# ---- fpmult_iter_radix ----
**config.mk**
```make
export PLATFORM = sky130hd
export DESIGN_NAME = fpmult_iter_radix
export DESIGN_NICKNAME = d
export VERILOG_FILES = /design/src/rtl/fpmult_iter_radix.sv
export SDC_FILE = /design/constraint.sdc
export NUM_CORES = 1
export LEC_CHECK = 0
export CAP_MARGIN = 0
export CORE_UTILIZATION = 61
export DETAILED_ROUTE_END_ITERATION = 8
export GPL_TIMING_DRIVEN = 1
export PLACE_DENSITY = 0.92
export RECOVER_POWER = 25
export SLEW_MARGIN = 0
export SYNTH_ARGS = -nofsm -noshare
export SYNTH_HDL_FRONTEND = slang
export SYNTH_SLANG_ARGS = --single-unit
```
**constraint.sdc**
```tcl
create_clock -name clk -period 5.47 [get_ports clk]
set_clock_uncertainty 0.1 [all_clocks]
set_input_delay 1.094 -clock clk [delete_from_list [all_inputs] [get_ports clk]]
set_output_delay 1.094 -clock clk [all_outputs]
set_load 0.005 [all_outputs]
```
**src/rtl/fpmult_iter_radix.sv**
```systemverilog
`default_nettype none
// ============================================================================
// Module   : fpmult_iter_radix
// Brief    : Iterative Qm.d fixed-point multiplier, K multiplier bits per cycle,
//            signed/unsigned, round/truncate, saturating, val/rdy interfaces.
// Revision : 1.0
// ============================================================================
module fpmult_iter_radix #(
    parameter int n = 32,
    parameter int d = 16,
    parameter int K = 1
) (
    input  logic             clk,
    input  logic             reset,
    input  logic             recv_val,
    output logic             recv_rdy,
    input  logic [2*n-1:0]   recv_msg,
    input  logic [1:0]       recv_mode,
    output logic             send_val,
    input  logic             send_rdy,
    output logic [n-1:0]     send_msg,
    output logic             send_ovf
);

    localparam int BEATS = n / K;
    localparam int CW    = $clog2(BEATS) + 1;

    localparam logic [2*n:0] HALF = (d > 0) ? ((2*n+1)'(1) << (d - 1)) : '0;
    localparam logic [2*n:0] SMAX = {{(n+2){1'b0}}, {(n-1){1'b1}}};
    localparam logic [2*n:0] SMIN = SMAX + (2*n+1)'(1);
    localparam logic [2*n:0] UMAX = {{(n+1){1'b0}}, {n{1'b1}}};

    typedef enum logic [1:0] {
        IDLE = 2'd0,
        CALC = 2'd1,
        NORM = 2'd2,
        DONE = 2'd3
    } state_t;

    state_t            state_q;
    logic              signed_q;
    logic              round_q;
    logic              sign_q;
    logic [2*n-1:0]    a_sh_q;
    logic [n-1:0]      b_q;
    logic [2*n-1:0]    p_q;
    logic [CW-1:0]     cnt_q;
    logic              send_val_q;
    logic [n-1:0]      send_msg_q;
    logic              send_ovf_q;

    logic [n-1:0]      a_raw;
    logic [n-1:0]      b_raw;
    logic [n-1:0]      a_mag;
    logic [n-1:0]      b_mag;
    logic [2*n-1:0]    pp;
    logic [2*n-1:0]    p_d;
    logic [2*n:0]      r;
    logic [2*n:0]      q;
    logic [n-1:0]      c_d;
    logic              ovf_d;

    always_comb begin
        a_raw = recv_msg[2*n-1:n];
        b_raw = recv_msg[n-1:0];
        a_mag = (recv_mode[0] && a_raw[n-1]) ? -a_raw : a_raw;
        b_mag = (recv_mode[0] && b_raw[n-1]) ? -b_raw : b_raw;

        // One radix-2^K beat: shifted multiplicand selected by each of the K low multiplier bits.
        pp = '0;
        for (int j = 0; j < K; j++) begin
            if (b_q[j]) begin
                pp = pp + (a_sh_q << j);
            end
        end
        p_d = p_q + pp;

        r = {1'b0, p_q} + (round_q ? HALF : '0);
        q = r >> d;

        ovf_d = 1'b0;
        c_d   = q[n-1:0];
        if (signed_q) begin
            if (!sign_q && (q > SMAX)) begin
                c_d   = {1'b0, {(n-1){1'b1}}};
                ovf_d = 1'b1;
            end else if (sign_q && (q > SMIN)) begin
                c_d   = {1'b1, {(n-1){1'b0}}};
                ovf_d = 1'b1;
            end else if (sign_q) begin
                c_d = -q[n-1:0];
            end
        end else if (q > UMAX) begin
            c_d   = {n{1'b1}};
            ovf_d = 1'b1;
        end
    end

    always_ff @(posedge clk or negedge reset) begin
        if (!reset) begin
            state_q    <= IDLE;
            signed_q   <= 1'b0;
            round_q    <= 1'b0;
            sign_q     <= 1'b0;
            a_sh_q     <= '0;
            b_q        <= '0;
            p_q        <= '0;
            cnt_q      <= '0;
            send_val_q <= 1'b0;
            send_msg_q <= '0;
            send_ovf_q <= 1'b0;
        end else begin
            case (state_q)
                IDLE: begin
                    if (recv_val) begin
                        signed_q <= recv_mode[0];
                        round_q  <= recv_mode[1];
                        sign_q   <= recv_mode[0] & (a_raw[n-1] ^ b_raw[n-1]);
                        a_sh_q   <= {{n{1'b0}}, a_mag};
                        b_q      <= b_mag;
                        p_q      <= '0;
                        cnt_q    <= '0;
                        state_q  <= CALC;
                    end
                end
                CALC: begin
                    p_q    <= p_d;
                    a_sh_q <= a_sh_q << K;
                    b_q    <= b_q >> K;
                    cnt_q  <= cnt_q + 1'b1;
                    if (cnt_q == CW'(BEATS - 1)) begin
                        state_q <= NORM;
                    end
                end
                NORM: begin
                    send_msg_q <= c_d;
                    send_ovf_q <= ovf_d;
                    send_val_q <= 1'b1;
                    state_q    <= DONE;
                end
                DONE: begin
                    if (send_rdy) begin
                        send_val_q <= 1'b0;
                        state_q    <= IDLE;
                    end
                end
                default: begin
                    send_val_q <= 1'b0;
                    state_q    <= IDLE;
                end
            endcase
        end
    end

    assign recv_rdy = reset & (state_q == IDLE);
    assign send_val = send_val_q;
    assign send_msg = send_msg_q;
    assign send_ovf = send_ovf_q;

endmodule
`default_nettype wire

```
# ---- sb_requester ----
===== src/rtl/sb_requester.sv =====
`default_nettype none
// ============================================================================
// Module      : sb_requester
// Description : Scoreboard initiator. Buffers dispatcher commands in a FIFO and
//               runs them one at a time as read/write/flush strobes with a
//               timeout-guarded ack wait and a valid/ready response channel.
// Revision    : 1.0 - initial release
// ============================================================================
module sb_requester #(
  parameter int PROC_COUNT = 4,
  parameter int KEY_W      = 8,
  parameter int VAL_W      = 8,
  parameter int CMD_DEPTH  = 4,
  parameter int TIMEOUT    = 16
) (
  input  logic                          i_clk,
  input  logic                          i_rst,
  input  logic                          i_cmd_valid,
  output logic                          o_cmd_ready,
  input  logic [1:0]                    i_cmd_op,
  input  logic [KEY_W-1:0]              i_cmd_key,
  input  logic [VAL_W-1:0]              i_cmd_val,
  output logic                          o_rsp_valid,
  input  logic                          i_rsp_ready,
  output logic [1:0]                    o_rsp_op,
  output logic                          o_rsp_hit,
  output logic [$clog2(PROC_COUNT)-1:0] o_rsp_id,
  output logic                          o_rsp_err,
  output logic [KEY_W-1:0]              o_sb_key,
  output logic [VAL_W-1:0]              o_sb_val,
  output logic                          o_sb_read,
  output logic                          o_sb_write,
  output logic                          o_sb_flush,
  input  logic                          i_sb_ack,
  input  logic                          i_sb_exists,
  input  logic [$clog2(PROC_COUNT)-1:0] i_sb_id,
  output logic                          o_busy,
  output logic                          o_spurious
);

  localparam int c_AW    = $clog2(CMD_DEPTH);
  localparam int c_CNT_W = $clog2(TIMEOUT + 1);
  localparam int c_ID_W  = $clog2(PROC_COUNT);

  typedef enum logic [1:0] {
    S_IDLE  = 2'd0,
    S_ISSUE = 2'd1,
    S_WAIT  = 2'd2,
    S_RESP  = 2'd3
  } state_t;

  state_t r_state, w_next;

  logic [1:0]       r_fifo_op  [CMD_DEPTH];
  logic [KEY_W-1:0] r_fifo_key [CMD_DEPTH];
  logic [VAL_W-1:0] r_fifo_val [CMD_DEPTH];
  logic [c_AW:0]    r_wr_ptr, r_rd_ptr;

  logic [c_CNT_W-1:0] r_cnt;
  logic [KEY_W-1:0]   r_key;
  logic [VAL_W-1:0]   r_val;
  logic [1:0]         r_rsp_op;
  logic               r_rsp_hit, r_rsp_err;
  logic [c_ID_W-1:0]  r_rsp_id;
  logic               r_sb_read, r_sb_write, r_sb_flush, r_spurious;

  logic             w_empty, w_full, w_push, w_pop, w_timeout;
  logic [1:0]       w_head_op;
  logic [KEY_W-1:0] w_head_key;
  logic [VAL_W-1:0] w_head_val;

  // Extra pointer MSB distinguishes full from empty when the indices match.
  assign w_empty    = (r_wr_ptr == r_rd_ptr);
  assign w_full     = (r_wr_ptr[c_AW] != r_rd_ptr[c_AW]) &&
                      (r_wr_ptr[c_AW-1:0] == r_rd_ptr[c_AW-1:0]);
  assign w_push     = i_cmd_valid && !w_full;
  assign w_pop      = (r_state == S_IDLE) && !w_empty;
  assign w_head_op  = r_fifo_op[r_rd_ptr[c_AW-1:0]];
  assign w_head_key = r_fifo_key[r_rd_ptr[c_AW-1:0]];
  assign w_head_val = r_fifo_val[r_rd_ptr[c_AW-1:0]];

  always_ff @(posedge i_clk) begin
    if (w_push) begin
      r_fifo_op[r_wr_ptr[c_AW-1:0]]  <= i_cmd_op;
      r_fifo_key[r_wr_ptr[c_AW-1:0]] <= i_cmd_key;
      r_fifo_val[r_wr_ptr[c_AW-1:0]] <= i_cmd_val;
    end
  end

  always_ff @(posedge i_clk) begin
    if (i_rst) begin
      r_wr_ptr <= '0;
      r_rd_ptr <= '0;
    end else begin
      if (w_push) r_wr_ptr <= r_wr_ptr + 1'b1;
      if (w_pop)  r_rd_ptr <= r_rd_ptr + 1'b1;
    end
  end

  always_ff @(posedge i_clk) begin
    if (i_rst) r_state <= S_IDLE;
    else       r_state <= w_next;
  end

  always_comb begin
    w_next    = r_state;
    w_timeout = 1'b0;
    case (r_state)
      S_IDLE:  if (!w_empty) w_next = (w_head_op == 2'd3) ? S_RESP : S_ISSUE;
      S_ISSUE: w_next = S_WAIT;
      S_WAIT: begin
        if (i_sb_ack) begin
          w_next = S_RESP;
        end else if (r_cnt == c_CNT_W'(TIMEOUT - 1)) begin
          w_next    = S_RESP;
          w_timeout = 1'b1;
        end
      end
      S_RESP:  if (i_rsp_ready) w_next = S_IDLE;
      default: w_next = S_IDLE;
    endcase
  end

  always_ff @(posedge i_clk) begin
    if (i_rst) begin
      r_cnt      <= '0;
      r_key      <= '0;
      r_val      <= '0;
      r_rsp_op   <= '0;
      r_rsp_hit  <= 1'b0;
      r_rsp_id   <= '0;
      r_rsp_err  <= 1'b0;
      r_sb_read  <= 1'b0;
      r_sb_write <= 1'b0;
      r_sb_flush <= 1'b0;
      r_spurious <= 1'b0;
    end else begin
      // Strobes are launched by the pop, so they are high only in ISSUE.
      r_sb_read  <= w_pop && (w_head_op == 2'd0);
      r_sb_write <= w_pop && (w_head_op == 2'd1);
      r_sb_flush <= w_pop && (w_head_op == 2'd2);

      if (w_pop) begin
        r_key    <= w_head_key;
        r_val    <= (w_head_op == 2'd1) ? w_head_val : '0;
        r_rsp_op <= w_head_op;
        if (w_head_op == 2'd3) begin
          r_rsp_err <= 1'b1;
          r_rsp_hit <= 1'b0;
          r_rsp_id  <= '0;
        end
      end

      if (r_state == S_ISSUE)
        r_cnt <= '0;
      else if (r_state == S_WAIT && !i_sb_ack)
        r_cnt <= r_cnt + 1'b1;

      if (r_state == S_WAIT) begin
        if (i_sb_ack) begin
          r_rsp_hit <= i_sb_exists;
          r_rsp_id  <= i_sb_id;
          r_rsp_err <= 1'b0;
        end else if (w_timeout) begin
          r_rsp_hit <= 1'b0;
          r_rsp_id  <= '0;
          r_rsp_err <= 1'b1;
        end
      end

      if (i_sb_ack && r_state != S_WAIT) r_spurious <= 1'b1;
    end
  end

  assign o_cmd_ready = !w_full;
  assign o_rsp_valid = (r_state == S_RESP);
  assign o_rsp_op    = r_rsp_op;
  assign o_rsp_hit   = r_rsp_hit;
  assign o_rsp_id    = r_rsp_id;
  assign o_rsp_err   = r_rsp_err;
  assign o_sb_key    = r_key;
  assign o_sb_val    = r_val;
  assign o_sb_read   = r_sb_read;
  assign o_sb_write  = r_sb_write;
  assign o_sb_flush  = r_sb_flush;
  assign o_busy      = (r_state != S_IDLE) || !w_empty;
  assign o_spurious  = r_spurious;

endmodule
`default_nettype wire


===== config.mk =====
export PLATFORM = sky130hd
export DESIGN_NAME = sb_requester
export DESIGN_NICKNAME = d
export VERILOG_FILES = /design/src/rtl/sb_requester.sv
export SDC_FILE = /design/constraint.sdc
export NUM_CORES = 1
export LEC_CHECK = 0
export CAP_MARGIN = 20
export CELL_PAD_IN_SITES_DETAIL_PLACEMENT = 1
export CELL_PAD_IN_SITES_GLOBAL_PLACEMENT = 1
export CORE_MARGIN = 2
export CORE_UTILIZATION = 35
export DETAILED_ROUTE_END_ITERATION = 7
export GPL_TIMING_DRIVEN = 0
export PLACE_DENSITY_LB_ADDON = 0.1
export SETUP_SLACK_MARGIN = 0.02
export SLEW_MARGIN = 20
export SYNTH_ARGS = -nofsm -noshare
export SYNTH_HDL_FRONTEND = slang
export SYNTH_SLANG_ARGS = --single-unit

===== constraint.sdc =====
create_clock -name i_clk -period 1.7 [get_ports i_clk]
set_input_delay 0.51 -clock i_clk [delete_from_list [all_inputs] [get_ports i_clk]]
set_output_delay 0.51 -clock i_clk [all_outputs]
set_load 0.05 [all_outputs]

# ---- demux_dispatch_ctrl ----
## src/rtl/demux_dispatch_pkg.sv

```systemverilog
// Shared types and constants for the frame dispatcher in front of the 1x4 demux.
//   state_t : dispatcher FSM states (IDLE / XFER / DONE)
//   NCH     : number of downstream channels
//   CH_W    : width of a channel select
package demux_dispatch_pkg;

  localparam int unsigned NCH  = 4;
  localparam int unsigned CH_W = 2;

  typedef enum logic [1:0] {
    IDLE = 2'd0,
    XFER = 2'd1,
    DONE = 2'd2
  } state_t;

endpackage

```

## src/rtl/demux_sat_cnt.sv

```systemverilog
// Saturating event counter: counts inc pulses, sticks at all-ones.
//   clk, rst : clock, synchronous active-high reset (clears count)
//   inc      : increment enable
//   cnt      : current count
module demux_sat_cnt #(
  parameter int unsigned CNT_W = 8
) (
  input  logic             clk,
  input  logic             rst,
  input  logic             inc,
  output logic [CNT_W-1:0] cnt
);

  always_ff @(posedge clk) begin
    if (rst) begin
      cnt <= '0;
    end else if (inc && (cnt != {CNT_W{1'b1}})) begin
      cnt <= cnt + CNT_W'(1);
    end
  end

endmodule

```

## src/rtl/demux_dispatch_ctrl.sv

```systemverilog
// Frame-level dispatcher feeding the 1x4 case-statement demux. Takes a header
// (destination channel + payload length), then passes that many payload bits
// through with sel frozen for the whole frame, honouring only the ready bit of
// the selected channel. frame_done pulses for one cycle after the last bit.
//
// Optional feature macro: DISPATCH_STATS_EN adds per-channel saturating
// completed-frame counters on frame_cnt (channel 0 in the LSBs).
//
// Ports:
//   clk, rst                      clock, synchronous active-high reset
//   hdr_valid/hdr_ready           header handshake; hdr_dest, hdr_len payload
//   bit_valid/bit_ready, bit_in   upstream payload bit stream
//   sel, out_valid, out_bit       to downstream demux
//   out_ready[3:0]                per-channel downstream ready
//   busy                          high whenever not IDLE
//   frame_done                    one-cycle end-of-frame pulse
//   frame_cnt                     per-channel frame counts (DISPATCH_STATS_EN only)
module demux_dispatch_ctrl
  import demux_dispatch_pkg::*;
#(
  parameter int unsigned LEN_W = 4,
  parameter int unsigned CNT_W = 8
) (
  input  logic                 clk,
  input  logic                 rst,
  input  logic                 hdr_valid,
  output logic                 hdr_ready,
  input  logic [CH_W-1:0]      hdr_dest,
  input  logic [LEN_W-1:0]     hdr_len,
  input  logic                 bit_valid,
  output logic                 bit_ready,
  input  logic                 bit_in,
  output logic [CH_W-1:0]      sel,
  output logic                 out_valid,
  output logic                 out_bit,
  input  logic [NCH-1:0]       out_ready,
  output logic                 busy,
  output logic                 frame_done
`ifdef DISPATCH_STATS_EN
  ,
  output logic [NCH*CNT_W-1:0] frame_cnt
`endif
);

  state_t           state;
  logic [LEN_W-1:0] remaining;
  logic             in_xfer;
  logic             xfer;

  assign in_xfer = (state == XFER);
  // Only the selected channel's ready gates the transfer.
  assign xfer    = in_xfer && bit_valid && out_ready[sel];

  // Frame sequencing: header capture, bit countdown, one-cycle completion.
  always_ff @(posedge clk) begin
    if (rst) begin
      state     <= IDLE;
      sel       <= '0;
      remaining <= '0;
    end else begin
      case (state)
        IDLE: begin
          if (hdr_valid) begin
            sel       <= hdr_dest;
            remaining <= hdr_len;
            state     <= (hdr_len != '0) ? XFER : DONE;
          end
        end
        XFER: begin
          if (xfer) begin
            remaining <= remaining - LEN_W'(1);
            if (remaining == LEN_W'(1)) begin
              state <= DONE;
            end
          end
        end
        DONE: begin
          state <= IDLE;
        end
        default: begin
          state <= IDLE;
        end
      endcase
    end
  end

  // Status decoded straight from the state register; payload path is a
  // zero-latency pass-through gated to XFER.
  assign hdr_ready  = (state == IDLE);
  assign busy       = (state != IDLE);
  assign frame_done = (state == DONE);
  assign out_valid  = in_xfer && bit_valid;
  assign out_bit    = in_xfer && bit_in;
  assign bit_ready  = in_xfer && out_ready[sel];

`ifdef DISPATCH_STATS_EN
  // Each channel counts frames completed on it, zero-length frames included.
  for (genvar i = 0; i < NCH; i++) begin : g_cnt
    demux_sat_cnt #(
      .CNT_W(CNT_W)
    ) u_cnt (
      .clk(clk),
      .rst(rst),
      .inc(frame_done && (sel == CH_W'(i))),
      .cnt(frame_cnt[i*CNT_W +: CNT_W])
    );
  end
`else
  logic [CNT_W-1:0] unused_cnt_w;
  assign unused_cnt_w = '0;
`endif

endmodule

```

## config.mk

```make
export PLATFORM = sky130hd
export DESIGN_NAME = demux_dispatch_ctrl
export DESIGN_NICKNAME = d
export VERILOG_FILES = /design/src/rtl/demux_dispatch_pkg.sv /design/src/rtl/demux_sat_cnt.sv /design/src/rtl/demux_dispatch_ctrl.sv
export SDC_FILE = /design/constraint.sdc
export NUM_CORES = 1
export LEC_CHECK = 0
export CAP_MARGIN = 20
export CORE_AREA = 2 2 39 41
export CTS_BUF_LIST = sky130_fd_sc_hd__clkbuf_4
export CTS_CLUSTER_SIZE = 25
export DETAILED_ROUTE_END_ITERATION = 10
export DIE_AREA = 0 0 41 43
export GPL_ROUTABILITY_DRIVEN = 0
export PLACE_DENSITY = 0.87
export REMOVE_ABC_BUFFERS = 1
export SYNTH_ARGS = -nofsm -noshare
export SYNTH_HDL_FRONTEND = slang
export SYNTH_SLANG_ARGS = --single-unit
```

## constraint.sdc

```tcl
create_clock -name clk -period 2.5 [get_ports clk]
set_input_delay 0.25 -clock clk [delete_from_list [all_inputs] [get_ports clk]]
set_output_delay 0.25 -clock clk [all_outputs]
set_load 0.02 [all_outputs]
```

**demux_dispatch_ctrl: M2 wires**

(8 px per um)
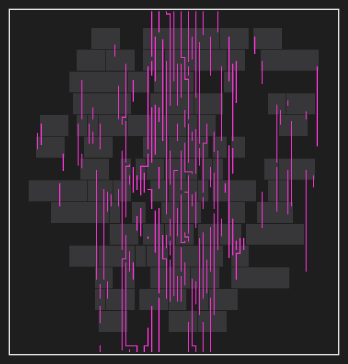
- nets with wire on the layer: 100
- share of all routed wire: 48%
- longest straight run: 19.0 um
- main direction: vertical

==> reports/results.env, demux_dispatch_ctrl <==
GROUTE.LAYER.MET2.USAGE_PCT=30.0
OUTCOME='complete, no violations'
ROUTE.FINAL.WIRE_LENGTH_MM=1.43
DESIGN_AREA_UM2=825
COMB_POWER_mW=0.149
POWER.SHARE.CLOCK_PCT=25.1
FIN_CRIT_PS=2160
SYNTH.TOP_CELL.AREA_SHARE_PCT=27.6
LEAKAGEPOWER_nW=0.308
DRT_FIRST_ITER_VIOLATIONS=12
CLOCK_SINKS=8
POWER_SWITCHING_SHARE_PCT=33.7
GLOBALROUTEOVERFLOWTOTAL=0
GRT_PASS1_WL_MM=2.30
SYNTH.CELLMIX.XORXNORSHARE_PCT=0
MAXIMUM_NUMBER_OF_PINS_ON_ONE_NET_BEFORE_GLOBAL_ROUTE_REPAIR=13
HIGHEST_LAYER='met4'
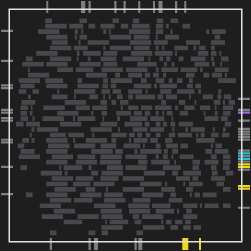
**Above:** sb_requester (ports around the boundary).
(2 px per um) Pins as bars across the die edge, other pins in gray.
- purple: `i_rsp_ready` (pins 1; direction input; edge east)
- cyan: `i_sb_id` (pins 2; direction input; edge east)
- yellow: `o_sb_val` (pins 8; direction output; edge 4 east, 4 south)

==> reports/results.env, sb_requester <==
OUTCOME='complete, but fails checks'
VIOLATIONS='setup timing'
SYNTH-WARNING-COUNT=0
SYNTHTOLAYOUTAREAGROWTH_PCT=42.1
FINAL.HOLD.WORST_SLACK_PS=456
NWELLTAPS=168
M1WIRELENGTH_MM=4.16
COMBAREAFRACTION_PCT=23.0
WORST-ENDPOINT-ARRIVAL_PS=1410
POSTCTSHOLDBUFS=0
GROUTE.LAYER.MET2.USAGE_PCT=25.1
CRITPATHCAPTURE='o_busy'
VDD_IR_DROP_MAX_uV=956
TNS_PS=-365
TIMING.FMAX_MHz=520
HOLD_END='o_sb_key[2]'
MAXIMUM_NUMBER_OF_PINS_ON_ONE_NET_BEFORE_GLOBAL_ROUTE_REPAIR=17
PLACE.PORT_BUFFERS=54
TIMING.HOLD.WORST.CLASS='flop to flop'
SYNTH.TOP_CELL.AREA_SHARE_PCT=49.7
YOSYS_CHIP_AREA_UM2=4350
SETUP_VIOLATION_TOTAL_IN_THE_FINAL_TIMING_REPORT=11
FIN_CRIT_PS=1920
YS_CELLS=280
GR-MAX-USAGE-LAYER='met2'
ANTENNA_VIOLATING_NETS_POST_ROUTE=0
POST_LAYOUT_NONFILLER_INSTANCES=554
NETS=411
TIMING.FINAL.WS_SETUP_PS=-223
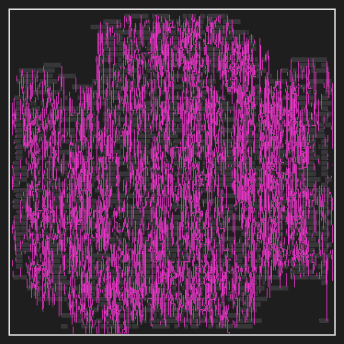
**Above:** fpmult_iter_radix (M2 wires).
(2 px per um)
- longest straight run: 64.6 um
- nets with wire on the layer: 1746
- share of all routed wire: 47%

==> reports/results.env, fpmult_iter_radix <==
OUTCOME='complete, but fails checks'
VIOLATIONS='capacitance limit, slew limit'
INSERTION_DELAY_PS=520
TIMING.MAX_CAP.VIOLATIONS=2
COREAREA_UM2=25200
YS.FLOPS=205
TOPCELLSBYAREA='dfrtp_1 33%, a21oi_1 6.7%, o21ai_0 6.4%'
TIMING.FINAL.WS_SETUP_PS=532
FINAL_ROUTED_WIRE_LENGTH_DIVIDED_BY_CELL_COUNT_UM=17.4
VIAS=14800
POST-LAYOUT-TOTAL-POWER_mW=9.41
TOP_LEVEL_PORTS=105
POST-PLACE-CELLS=2286
GLOBALROUTEOVERFLOWTOTAL=0
TIMING_WORST_SLEW_PIN_VALUE_PS=3270
CLOCK_SINKS=205
CLK_PIN_SLEW_PS=60
SYNTH-WARNING-COUNT=0
MAXSLEWVIOLCOUNT=108
DETAIL_ROUTE.FIRST_PASS.ITERATIONS=5
HIGHEST_LAYER='met4'
LAYOUT.NON_CLOCK_INVERTERS=33

# ---- buffer_arbiter ----
**buffer_arbiter: clock wires, drivers and flops**

(8 px per um)
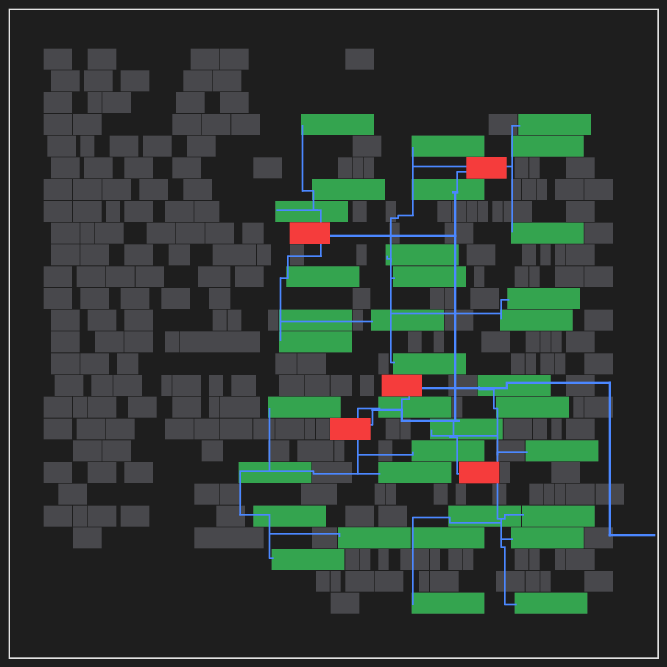

File: config.mk
export PLATFORM = sky130hd
export DESIGN_NAME = buffer_arbiter
export DESIGN_NICKNAME = d
export VERILOG_FILES = /design/src/rtl/buffer_pkg.sv /design/src/rtl/buffer_arb_starve.sv /design/src/rtl/buffer_arbiter.sv
export SDC_FILE = /design/constraint.sdc
export NUM_CORES = 1
export LEC_CHECK = 0
export CORE_MARGIN = 4
export CORE_UTILIZATION = 35
export DETAILED_ROUTE_END_ITERATION = 10
export PLACE_DENSITY = 0.73
export REMOVE_ABC_BUFFERS = 1
export SYNTH_ARGS = -nofsm -noshare
export SYNTH_HDL_FRONTEND = slang
export SYNTH_HIERARCHICAL = 1
export SYNTH_SLANG_ARGS = --single-unit
File: constraint.sdc
create_clock -name clk -period 5.3 [get_ports clk]
set_clock_uncertainty 0.2 [all_clocks]
set_input_delay 1.06 -clock clk [delete_from_list [all_inputs] [get_ports clk]]
set_output_delay 1.06 -clock clk [all_outputs]
set_load 0.01 [all_outputs]
File: src/rtl/buffer_pkg.sv
// Shared definitions for the pixel buffer and its read arbiter.
//   PIXEL_W      : width of one RGB444 buffer word
//   BUF_H, BUF_V : default frame dimensions of the buffer
//   DEPTH        : default number of words in the buffer
//   rsp_tag_t    : per-request tag carried down the response pipeline
//   port_e       : requester identity (display scan-out or auxiliary reader)
package buffer_pkg;

  localparam int PIXEL_W = 12;
  localparam int BUF_H   = 320;
  localparam int BUF_V   = 240;
  localparam int DEPTH   = BUF_H * BUF_V;

  typedef enum logic {
    PORT_DISPLAY = 1'b0,
    PORT_AUX     = 1'b1
  } port_e;

  typedef struct packed {
    logic  valid;
    port_e port;
    logic  err;
  } rsp_tag_t;

endpackage

File: src/rtl/buffer_arb_starve.sv
// Starvation guard for the auxiliary port.
// Counts consecutive cycles in which port 1 asks but is refused; once the
// count reaches STARVE_LIMIT, force_port1 hands port 1 the next contested slot.
//   clk, rstn   : clock, async active-low reset
//   req1_valid  : port 1 is requesting
//   gnt1        : port 1 was granted this cycle
//   force_port1 : port 1 must win a contested cycle
module buffer_arb_starve #(
  parameter int STARVE_LIMIT = 8
) (
  input  logic clk,
  input  logic rstn,
  input  logic req1_valid,
  input  logic gnt1,
  output logic force_port1
);

  // A zero limit still needs a 1-bit counter; it simply never moves.
  localparam int CW = (STARVE_LIMIT > 0) ? $clog2(STARVE_LIMIT + 1) : 1;
  localparam logic [CW-1:0] LIMIT_C = CW'(STARVE_LIMIT);

  logic [CW-1:0] starve_cnt_r;

  // Saturating count of consecutive refused port 1 cycles.
  always_ff @(posedge clk or negedge rstn) begin
    if (!rstn) begin
      starve_cnt_r <= {CW{1'b0}};
    end else if (!req1_valid || gnt1) begin
      starve_cnt_r <= {CW{1'b0}};
    end else if (starve_cnt_r != LIMIT_C) begin
      starve_cnt_r <= starve_cnt_r + {{(CW-1){1'b0}}, 1'b1};
    end else begin
      starve_cnt_r <= starve_cnt_r;
    end
  end

  assign force_port1 = (STARVE_LIMIT != 0) && (starve_cnt_r == LIMIT_C);

endmodule

File: src/rtl/buffer_arbiter.sv
// Two-port read arbiter in front of the single-port, 1-cycle-latency pixel
// buffer. Port 0 (display) has strict priority; port 1 (aux) is protected
// by a starvation guard. Responses return 2 cycles after accept, in order.
//   clk, rstn                : clock, async active-low reset
//   req{0,1}_valid/addr/ready: request handshake per port
//   rsp{0,1}_valid/data/err  : registered response per port
//   mem_addr                 : read address to the buffer
//   mem_data                 : buffer read data, one cycle after mem_addr
module buffer_arbiter #(
  parameter int DEPTH        = 320 * 240,
  parameter int ADDR_WIDTH   = $clog2(DEPTH),
  parameter int DATA_WIDTH   = 12,
  parameter int STARVE_LIMIT = 8
) (
  input  logic                  clk,
  input  logic                  rstn,
  input  logic                  req0_valid,
  input  logic [ADDR_WIDTH-1:0] req0_addr,
  output logic                  req0_ready,
  output logic                  rsp0_valid,
  output logic [DATA_WIDTH-1:0] rsp0_data,
  output logic                  rsp0_err,
  input  logic                  req1_valid,
  input  logic [ADDR_WIDTH-1:0] req1_addr,
  output logic                  req1_ready,
  output logic                  rsp1_valid,
  output logic [DATA_WIDTH-1:0] rsp1_data,
  output logic                  rsp1_err,
  output logic [ADDR_WIDTH-1:0] mem_addr,
  input  logic [DATA_WIDTH-1:0] mem_data
);

  import buffer_pkg::*;

  // One extra bit so a DEPTH equal to 2**ADDR_WIDTH still compares correctly.
  localparam int AW1 = ADDR_WIDTH + 1;
  localparam logic [AW1-1:0] DEPTH_C = AW1'(DEPTH);

  logic                  force_s;
  logic                  gnt0_s;
  logic                  gnt1_s;
  logic [ADDR_WIDTH-1:0] gnt_addr_s;
  logic                  oor_s;
  rsp_tag_t              tag1_r;

  buffer_arb_starve #(
    .STARVE_LIMIT(STARVE_LIMIT)
  ) u_starve (
    .clk        (clk),
    .rstn       (rstn),
    .req1_valid (req1_valid),
    .gnt1       (gnt1_s),
    .force_port1(force_s)
  );

  // Grant selection and buffer address; nothing is granted while in reset.
  always_comb begin
    gnt0_s     = 1'b0;
    gnt1_s     = 1'b0;
    gnt_addr_s = {ADDR_WIDTH{1'b0}};
    oor_s      = 1'b0;
    mem_addr   = {ADDR_WIDTH{1'b0}};
    if (rstn) begin
      if (req0_valid && !(req1_valid && force_s)) begin
        gnt0_s = 1'b1;
      end else if (req1_valid) begin
        gnt1_s = 1'b1;
      end else begin
        gnt0_s = 1'b0;
      end
    end else begin
      gnt0_s = 1'b0;
    end
    if (gnt1_s) begin
      gnt_addr_s = req1_addr;
    end else begin
      gnt_addr_s = req0_addr;
    end
    if (gnt0_s || gnt1_s) begin
      oor_s = ({1'b0, gnt_addr_s} >= DEPTH_C);
    end else begin
      oor_s = 1'b0;
    end
    // Out-of-range requests park the buffer at address 0; its data is discarded.
    if ((gnt0_s || gnt1_s) && !oor_s) begin
      mem_addr = gnt_addr_s;
    end else begin
      mem_addr = {ADDR_WIDTH{1'b0}};
    end
  end

  assign req0_ready = gnt0_s;
  assign req1_ready = gnt1_s;

  // Stage 1: tag captured at accept, aligned with the buffer's read latency.
  always_ff @(posedge clk or negedge rstn) begin
    if (!rstn) begin
      tag1_r.valid <= 1'b0;
      tag1_r.port  <= PORT_DISPLAY;
      tag1_r.err   <= 1'b0;
    end else begin
      tag1_r.valid <= gnt0_s || gnt1_s;
      tag1_r.port  <= gnt1_s ? PORT_AUX : PORT_DISPLAY;
      tag1_r.err   <= oor_s;
    end
  end

  // Stage 2: steer the returned word to the tagged port; the other port's data holds.
  always_ff @(posedge clk or negedge rstn) begin
    if (!rstn) begin
      rsp0_valid <= 1'b0;
      rsp0_err   <= 1'b0;
      rsp0_data  <= {DATA_WIDTH{1'b0}};
      rsp1_valid <= 1'b0;
      rsp1_err   <= 1'b0;
      rsp1_data  <= {DATA_WIDTH{1'b0}};
    end else begin
      rsp0_valid <= tag1_r.valid && (tag1_r.port == PORT_DISPLAY);
      rsp0_err   <= tag1_r.valid && (tag1_r.port == PORT_DISPLAY) && tag1_r.err;
      rsp1_valid <= tag1_r.valid && (tag1_r.port == PORT_AUX);
      rsp1_err   <= tag1_r.valid && (tag1_r.port == PORT_AUX) && tag1_r.err;
      if (tag1_r.valid && (tag1_r.port == PORT_DISPLAY)) begin
        rsp0_data <= tag1_r.err ? {DATA_WIDTH{1'b0}} : mem_data;
      end else begin
        rsp0_data <= rsp0_data;
      end
      if (tag1_r.valid && (tag1_r.port == PORT_AUX)) begin
        rsp1_data <= tag1_r.err ? {DATA_WIDTH{1'b0}} : mem_data;
      end else begin
        rsp1_data <= rsp1_data;
      end
    end
  end

endmodule

# ---- vending_machine_param ----
$ cat src/rtl/vending_pkg.sv
// Shared definitions for the parametrised vending controller.
// Holds default parameter values, coin code constants with a value lookup,
// the controller state type and the per-item price table.
package vending_pkg;

   localparam int unsigned DEF_NUM_ITEMS  = 6;
   localparam int unsigned DEF_CREDIT_W   = 8;
   localparam int unsigned DEF_STOCK_W    = 4;
   localparam int unsigned DEF_INIT_STOCK = 5;
   localparam int unsigned DEF_MAX_CREDIT = 200;

   localparam logic [1:0] COIN_5  = 2'b00;
   localparam logic [1:0] COIN_10 = 2'b01;
   localparam logic [1:0] COIN_20 = 2'b10;
   localparam logic [1:0] COIN_50 = 2'b11;

   localparam int unsigned NUM_PRICES = 6;
   localparam int unsigned PRICE_TABLE [NUM_PRICES] = '{15, 25, 35, 45, 55, 65};

   typedef enum logic [1:0] {
      IDLE    = 2'd0,
      COLLECT = 2'd1,
      VEND    = 2'd2,
      CHANGE  = 2'd3
   } state_e;

   // Face value of a coin code.
   function automatic int unsigned coin_value(input logic [1:0] code);
      int unsigned v;
      v = 5;
      case (code)
         COIN_5:  v = 5;
         COIN_10: v = 10;
         COIN_20: v = 20;
         COIN_50: v = 50;
         default: v = 5;
      endcase
      return v;
   endfunction

   // Price of an item; indices past the table reuse the last entry.
   function automatic int unsigned item_price(input int unsigned idx);
      int unsigned p;
      p = PRICE_TABLE[NUM_PRICES-1];
      case (idx)
         0:       p = PRICE_TABLE[0];
         1:       p = PRICE_TABLE[1];
         2:       p = PRICE_TABLE[2];
         3:       p = PRICE_TABLE[3];
         4:       p = PRICE_TABLE[4];
         5:       p = PRICE_TABLE[5];
         default: p = PRICE_TABLE[NUM_PRICES-1];
      endcase
      return p;
   endfunction

endpackage

$ cat src/rtl/vm_stock_bank.sv
// Per-item stock counters for the vending controller.
// Ports: clock, reset (sync, active-low), dec_en/dec_idx (take one unit of an
// item), reload (refill every item to INIT_STOCK), empty (per-item zero flags,
// registered alongside the counters).
module vm_stock_bank
   import vending_pkg::*;
#(
   parameter int unsigned NUM_ITEMS  = DEF_NUM_ITEMS,
   parameter int unsigned STOCK_W    = DEF_STOCK_W,
   parameter int unsigned INIT_STOCK = DEF_INIT_STOCK,
   parameter int unsigned IDX_W      = 3
) (
   input  logic                 clock,
   input  logic                 reset,
   input  logic                 dec_en,
   input  logic [IDX_W-1:0]     dec_idx,
   input  logic                 reload,
   output logic [NUM_ITEMS-1:0] empty
);

   logic [STOCK_W-1:0]   stock_q [NUM_ITEMS];
   logic [STOCK_W-1:0]   stock_d [NUM_ITEMS];
   logic [NUM_ITEMS-1:0] empty_q;
   logic [NUM_ITEMS-1:0] empty_d;

   // Next counts; the zero guard keeps a counter from wrapping.
   always_comb begin
      for (int i = 0; i < NUM_ITEMS; i++) begin
         stock_d[i] = stock_q[i];
         if (reload) begin
            stock_d[i] = STOCK_W'(INIT_STOCK);
         end else if (dec_en && (dec_idx == IDX_W'(i)) && (stock_q[i] != '0)) begin
            stock_d[i] = stock_q[i] - STOCK_W'(1);
         end
         empty_d[i] = (stock_d[i] == '0);
      end
   end

   always_ff @(posedge clock) begin
      if (!reset) begin
         for (int i = 0; i < NUM_ITEMS; i++) begin
            stock_q[i] <= STOCK_W'(INIT_STOCK);
         end
         empty_q <= (INIT_STOCK == 0) ? '1 : '0;
      end else begin
         for (int i = 0; i < NUM_ITEMS; i++) begin
            stock_q[i] <= stock_d[i];
         end
         empty_q <= empty_d;
      end
   end

   assign empty = empty_q;

endmodule

$ cat src/rtl/vending_machine_param.sv
// Parametrised multi-item vending controller: accumulates coins, checks stock
// and price, dispenses, then returns change in a following cycle.
// Inputs : clock, reset (sync, active-low), coin_valid/coin_code, sel_valid/sel,
//          cancel, restock.
// Outputs: out/out_item (dispense pulse), change/change_valid (change pulse),
//          credit, busy, coin_reject, sold_out, err -- all registered.
// Build option VM_SALES_AUDIT_EN adds saturating revenue and vend_count ports.
module vending_machine_param
   import vending_pkg::*;
#(
   parameter int unsigned NUM_ITEMS  = DEF_NUM_ITEMS,
   parameter int unsigned CREDIT_W   = DEF_CREDIT_W,
   parameter int unsigned STOCK_W    = DEF_STOCK_W,
   parameter int unsigned INIT_STOCK = DEF_INIT_STOCK,
   parameter int unsigned MAX_CREDIT = DEF_MAX_CREDIT,
   parameter int unsigned SEL_W      = (NUM_ITEMS > 1) ? $clog2(NUM_ITEMS) : 1
) (
   input  logic                clock,
   input  logic                reset,
   input  logic                coin_valid,
   input  logic [1:0]          coin_code,
   input  logic                sel_valid,
   input  logic [SEL_W-1:0]    sel,
   input  logic                cancel,
   input  logic                restock,
   output logic                out,
   output logic [SEL_W-1:0]    out_item,
   output logic [CREDIT_W-1:0] change,
   output logic                change_valid,
   output logic [CREDIT_W-1:0] credit,
   output logic                busy,
   output logic                coin_reject,
   output logic                sold_out,
   output logic                err
`ifdef VM_SALES_AUDIT_EN
   ,
   output logic [15:0]         revenue,
   output logic [15:0]         vend_count
`endif
);

   localparam int unsigned SUM_W    = CREDIT_W + 1;
   localparam int unsigned SEL_SPAN = 1 << SEL_W;

   state_e              state_q, state_d;
   logic [CREDIT_W-1:0] credit_q, credit_d;
   logic [SEL_W-1:0]    vend_item_q, vend_item_d;
   logic                out_q, out_d;
   logic [SEL_W-1:0]    out_item_q, out_item_d;
   logic [CREDIT_W-1:0] change_q, change_d;
   logic                change_valid_q, change_valid_d;
   logic                busy_q, busy_d;
   logic                coin_reject_q, coin_reject_d;
   logic                sold_out_q, sold_out_d;
   logic                err_q, err_d;

   logic                dec_en_c;
   logic                reload_c;
   logic [NUM_ITEMS-1:0] stock_empty;
   logic [SEL_SPAN-1:0] empty_pad_c;
   logic [SUM_W-1:0]    coin_sum_c;
   logic [CREDIT_W-1:0] sel_price_c;

   vm_stock_bank #(
      .NUM_ITEMS  (NUM_ITEMS),
      .STOCK_W    (STOCK_W),
      .INIT_STOCK (INIT_STOCK),
      .IDX_W      (SEL_W)
   ) u_stock (
      .clock   (clock),
      .reset   (reset),
      .dec_en  (dec_en_c),
      .dec_idx (sel),
      .reload  (reload_c),
      .empty   (stock_empty)
   );

   // Out-of-range indices read as empty; the range check catches them first.
   always_comb begin
      empty_pad_c                = '1;
      empty_pad_c[NUM_ITEMS-1:0] = stock_empty;
   end

   // Next-state and registered-output logic.
   always_comb begin
      state_d        = state_q;
      credit_d       = credit_q;
      vend_item_d    = vend_item_q;
      out_d          = 1'b0;
      out_item_d     = out_item_q;
      change_d       = change_q;
      change_valid_d = 1'b0;
      coin_reject_d  = 1'b0;
      sold_out_d     = 1'b0;
      err_d          = 1'b0;
      dec_en_c       = 1'b0;
      reload_c       = 1'b0;
      coin_sum_c     = {1'b0, credit_q} + SUM_W'(coin_value(coin_code));
      sel_price_c    = CREDIT_W'(item_price(32'(sel)));

      case (state_q)
         IDLE, COLLECT: begin
            // One action per cycle: cancel > sel_valid > coin_valid > restock.
            if (cancel) begin
               coin_reject_d = coin_valid;
               if (state_q == COLLECT) begin
                  state_d = CHANGE;
               end
            end else if (sel_valid) begin
               coin_reject_d = coin_valid;
               if (32'(sel) >= NUM_ITEMS) begin
                  err_d = 1'b1;
               end else if (empty_pad_c[sel]) begin
                  sold_out_d = 1'b1;
               end else if (credit_q < sel_price_c) begin
                  err_d = 1'b1;
               end else begin
                  state_d     = VEND;
                  credit_d    = credit_q - sel_price_c;
                  vend_item_d = sel;
                  dec_en_c    = 1'b1;
               end
            end else if (coin_valid) begin
               if (coin_sum_c > SUM_W'(MAX_CREDIT)) begin
                  coin_reject_d = 1'b1;
               end else begin
                  credit_d = coin_sum_c[CREDIT_W-1:0];
                  state_d  = COLLECT;
               end
            end else if (restock && (state_q == IDLE)) begin
               reload_c = 1'b1;
            end
         end
         VEND: begin
            coin_reject_d = coin_valid;
            out_d         = 1'b1;
            out_item_d    = vend_item_q;
            state_d       = (credit_q != '0) ? CHANGE : IDLE;
         end
         CHANGE: begin
            coin_reject_d  = coin_valid;
            change_valid_d = 1'b1;
            change_d       = credit_q;
            credit_d       = '0;
            state_d        = IDLE;
         end
         default: begin
            state_d  = IDLE;
            credit_d = '0;
         end
      endcase

      busy_d = (state_d == VEND) || (state_d == CHANGE);
   end

   always_ff @(posedge clock) begin
      if (!reset) begin
         state_q        <= IDLE;
         credit_q       <= '0;
         vend_item_q    <= '0;
         out_q          <= 1'b0;
         out_item_q     <= '0;
         change_q       <= '0;
         change_valid_q <= 1'b0;
         busy_q         <= 1'b0;
         coin_reject_q  <= 1'b0;
         sold_out_q     <= 1'b0;
         err_q          <= 1'b0;
      end else begin
         state_q        <= state_d;
         credit_q       <= credit_d;
         vend_item_q    <= vend_item_d;
         out_q          <= out_d;
         out_item_q     <= out_item_d;
         change_q       <= change_d;
         change_valid_q <= change_valid_d;
         busy_q         <= busy_d;
         coin_reject_q  <= coin_reject_d;
         sold_out_q     <= sold_out_d;
         err_q          <= err_d;
      end
   end

   assign out          = out_q;
   assign out_item     = out_item_q;
   assign change       = change_q;
   assign change_valid = change_valid_q;
   assign credit       = credit_q;
   assign busy         = busy_q;
   assign coin_reject  = coin_reject_q;
   assign sold_out     = sold_out_q;
   assign err          = err_q;

`ifdef VM_SALES_AUDIT_EN
   localparam int unsigned AUDIT_W   = 16;
   localparam int unsigned AUDIT_S_W = AUDIT_W + 1;

   logic [AUDIT_W-1:0]   revenue_q, revenue_d;
   logic [AUDIT_W-1:0]   vend_count_q, vend_count_d;
   logic [AUDIT_S_W-1:0] rev_sum_c;

   // Sales totals, saturating; advanced on the cycle the item dispenses.
   always_comb begin
      revenue_d    = revenue_q;
      vend_count_d = vend_count_q;
      rev_sum_c    = {1'b0, revenue_q} + AUDIT_S_W'(item_price(32'(vend_item_q)));
      if (state_q == VEND) begin
         revenue_d = rev_sum_c[AUDIT_W] ? '1 : rev_sum_c[AUDIT_W-1:0];
         if (vend_count_q != '1) begin
            vend_count_d = vend_count_q + AUDIT_W'(1);
         end
      end
   end

   always_ff @(posedge clock) begin
      if (!reset) begin
         revenue_q    <= '0;
         vend_count_q <= '0;
      end else begin
         revenue_q    <= revenue_d;
         vend_count_q <= vend_count_d;
      end
   end

   assign revenue    = revenue_q;
   assign vend_count = vend_count_q;
`endif

endmodule
$ cat config.mk
export PLATFORM = sky130hd
export DESIGN_NAME = vending_machine_param
export DESIGN_NICKNAME = d
export VERILOG_FILES = /design/src/rtl/vending_pkg.sv /design/src/rtl/vm_stock_bank.sv /design/src/rtl/vending_machine_param.sv
export SDC_FILE = /design/constraint.sdc
export NUM_CORES = 1
export LEC_CHECK = 0
export CAP_MARGIN = 20
export CORE_AREA = 2 2 94 96
export DETAILED_ROUTE_END_ITERATION = 12
export DIE_AREA = 0 0 96 98
export PLACE_DENSITY = 0.63
export RECOVER_POWER = 100
export SYNTH_ARGS = -nofsm -noshare
export SYNTH_HDL_FRONTEND = slang
export SYNTH_SLANG_ARGS = --single-unit
$ cat constraint.sdc
create_clock -name clock -period 8.3 [get_ports clock]
set_input_delay 1.66 -clock clock [delete_from_list [all_inputs] [get_ports clock]]
set_output_delay 1.66 -clock clock [all_outputs]
set_load 0.005 [all_outputs]

==> layout pictures side by side <==
M2 wires.
(4 px per um)
(a)
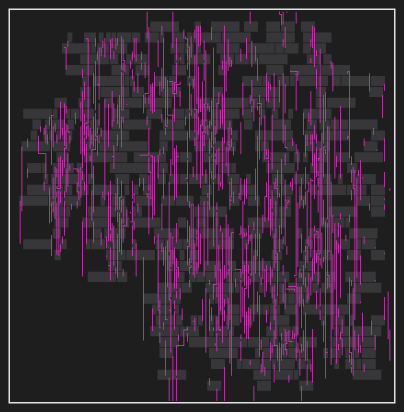
(b)
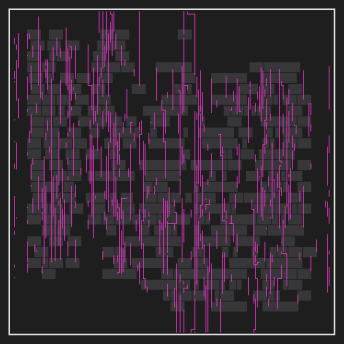
(a): vending_machine_param
(b): buffer_arbiter

Key to (b):
- longest straight run: 45.9 um
- wire length on this layer: 2190 um
- main direction: vertical
- share of all routed wire: 45%
- nets with wire on the layer: 273

**buffer_arbiter: placement by cell class**

(4 px per um) Fill, decap, tap and diode cells in gray.
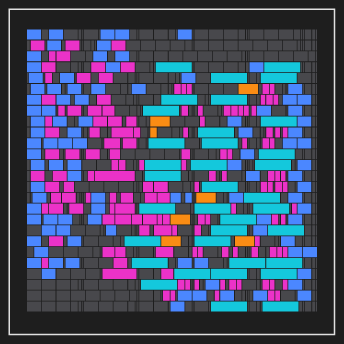
- cyan: flops (cells 35)
- magenta: combinational and other logic (cells 138)
- blue: other buffers and delay cells (cells 98)
- orange: clock drivers and dummy loads (cells 7)

About 'clock wires, drivers and flops' of buffer_arbiter:
- blue: clock wires (length 407 um)
- green: flip-flops (count 35)
- red: clock drivers (count 5)
- routed clock nets: 6

==> reports/results.env, buffer_arbiter <==
OUTCOME='complete, no violations'
POST-PLACE-CELLS=341
SYNTH.TOP_CELL.AREA_SHARE_PCT=47.0
YS_CELLS=183
NWELLTAPS=70
NCLKBUFFERS=6
HIGHEST_LAYER='met4'
GLOBALROUTEMET1UTIL_PCT=16.6
PRE_CTS_WS_PS=601
TNS_PS=0
P_SEQ_SHARE_PCT=43.4
TRITONCTS='built'
GRT.TOTAL_USAGE_PCT=15.0
GRT_UTIL_MET3_PCT=8.20
NUM_ROWS=26
MOST_FREQUENT_LOGIC_CELL_IN_THE_LAYOUT='clkdlybuf4s50_1'
CP.DEPTH=6
COREAREA_UM2=5140
CRITICAL_PATH.MAX_FANOUT=17
SYNTHFLOPTYPE='dfrtp_1'
INSERTION_DELAY_PS=280
SYNTHTOLAYOUTAREAGROWTH_PCT=58.0
CLOCK_SINKS=35
COMBAREAFRACTION_PCT=30.4
CTS_SETUP_BUFFERS=0
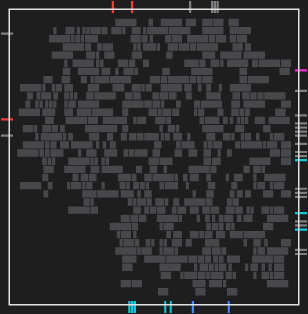
**Above:** vending_machine_param (ports around the boundary).
(3 px per um) Pins as bars across the die edge, other pins in gray.
- magenta: `out` (pins 1; direction output; edge east)
- blue: `coin_code` (pins 2; direction input; edge south)
- cyan: `credit` (pins 8; direction output; edge 5 south, 3 east)
- red: `sel` (pins 3; direction input; edge 2 north, 1 west)
- all pins by edge: 20 east, 7 south, 6 north, 3 west

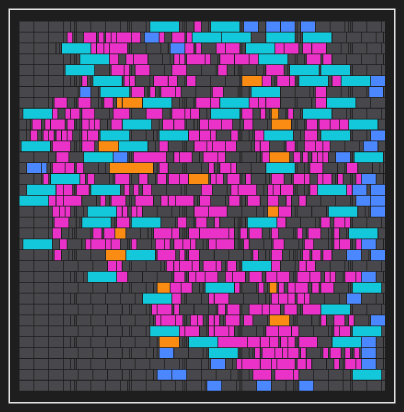
**Above:** vending_machine_param (placement by cell class).
(4 px per um) Fill, decap, tap and diode cells in gray.
- blue: other buffers and delay cells (cells 37)
- cyan: flops (cells 60)
- orange: clock drivers and dummy loads (cells 16)
- magenta: combinational and other logic (cells 360)

==> reports/results.env, vending_machine_param <==
TIMING.CRITICAL_PATH.SLOWEST_CELL_DELAY_PS=1550
POWER.SHARE.CLOCK_PCT=37.1
RELSLEWSLACK_PCT=-36.0
SYNTHESIS.INSTANCES=442
VIOLATIONS='capacitance limit, slew limit'
TIMING_WORST_SLEW_PIN_VALUE_PS=2030
COREAREA_UM2=8470
FILLCELLCOUNT=817
HPWL_MM=6.16
SYNTHFLOPTYPE='dfxtp_1'
CTS_SETUP_BUFFERS=0
POST_ROUTE_CELLS_DRIVE_ABOVE_1_SHARE_PCT=5.50
YS_SEQ_SHARE_PCT=32.5
OUTCOME='complete, but fails checks'
CELL_INTERNAL_PWR_mW=0.495
REGTOREGSETUPSLACK_PS=3850
DETAIL_ROUTE.FIRST_PASS.ITERATIONS=4
PATH_CLASS='input pin to flop'
SYNTH.TOP_CELLS.BY_COUNT='60 x dfxtp_1, 60 x nand2_1, 27 x nor2_1'
YOSYS_CHIP_AREA_UM2=3690
SHARE_COMB_OF_TOTAL_POWER_PCT=19.4
HIGHEST_LAYER='met4'
POST_LAYOUT_NONFILLER_INSTANCES=581
SYNTH-WARNING-COUNT=0
COMBAREAFRACTION_PCT=53.0
MAXSLEWVIOLCOUNT=16
TIMING.MAX_CAP.VIOLATIONS=1


==> screenshots <==
Clock wires, drivers and flops.
image #1
(4 px per um)
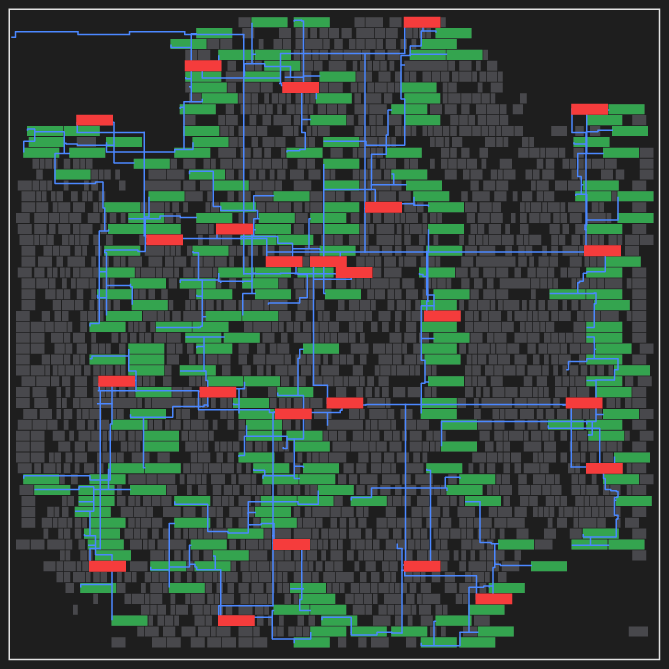
image #2
(4 px per um)
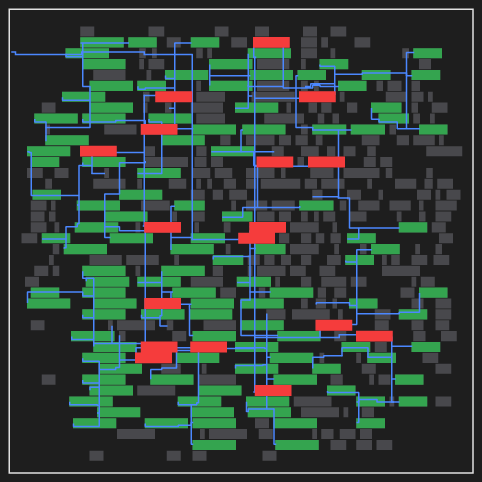
image #3
(6 px per um)
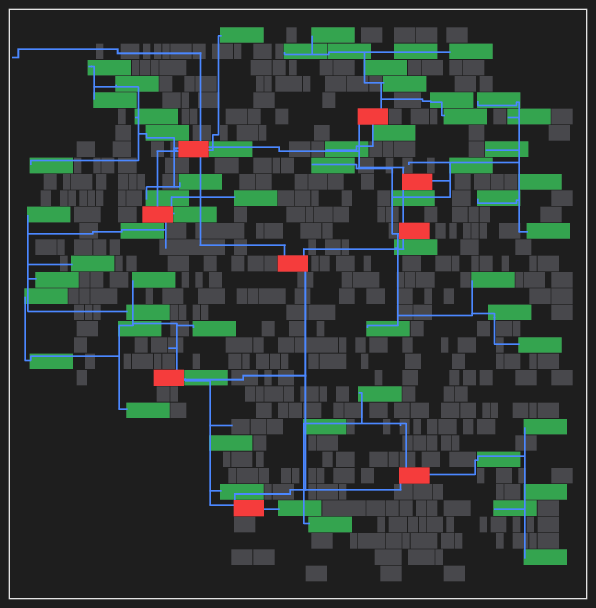
image #4
(12 px per um)
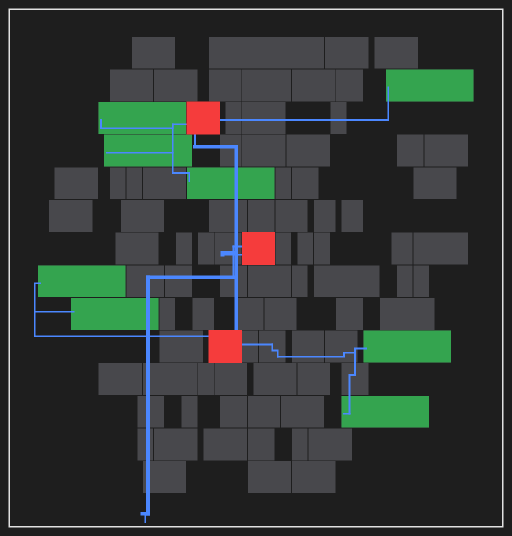
- largest die: image #1
- most sequential cells: image #1
Image #2 comes from sb_requester.
Image #3 comes from vending_machine_param.
Image #4 comes from demux_dispatch_ctrl.
Image #1 comes from fpmult_iter_radix.

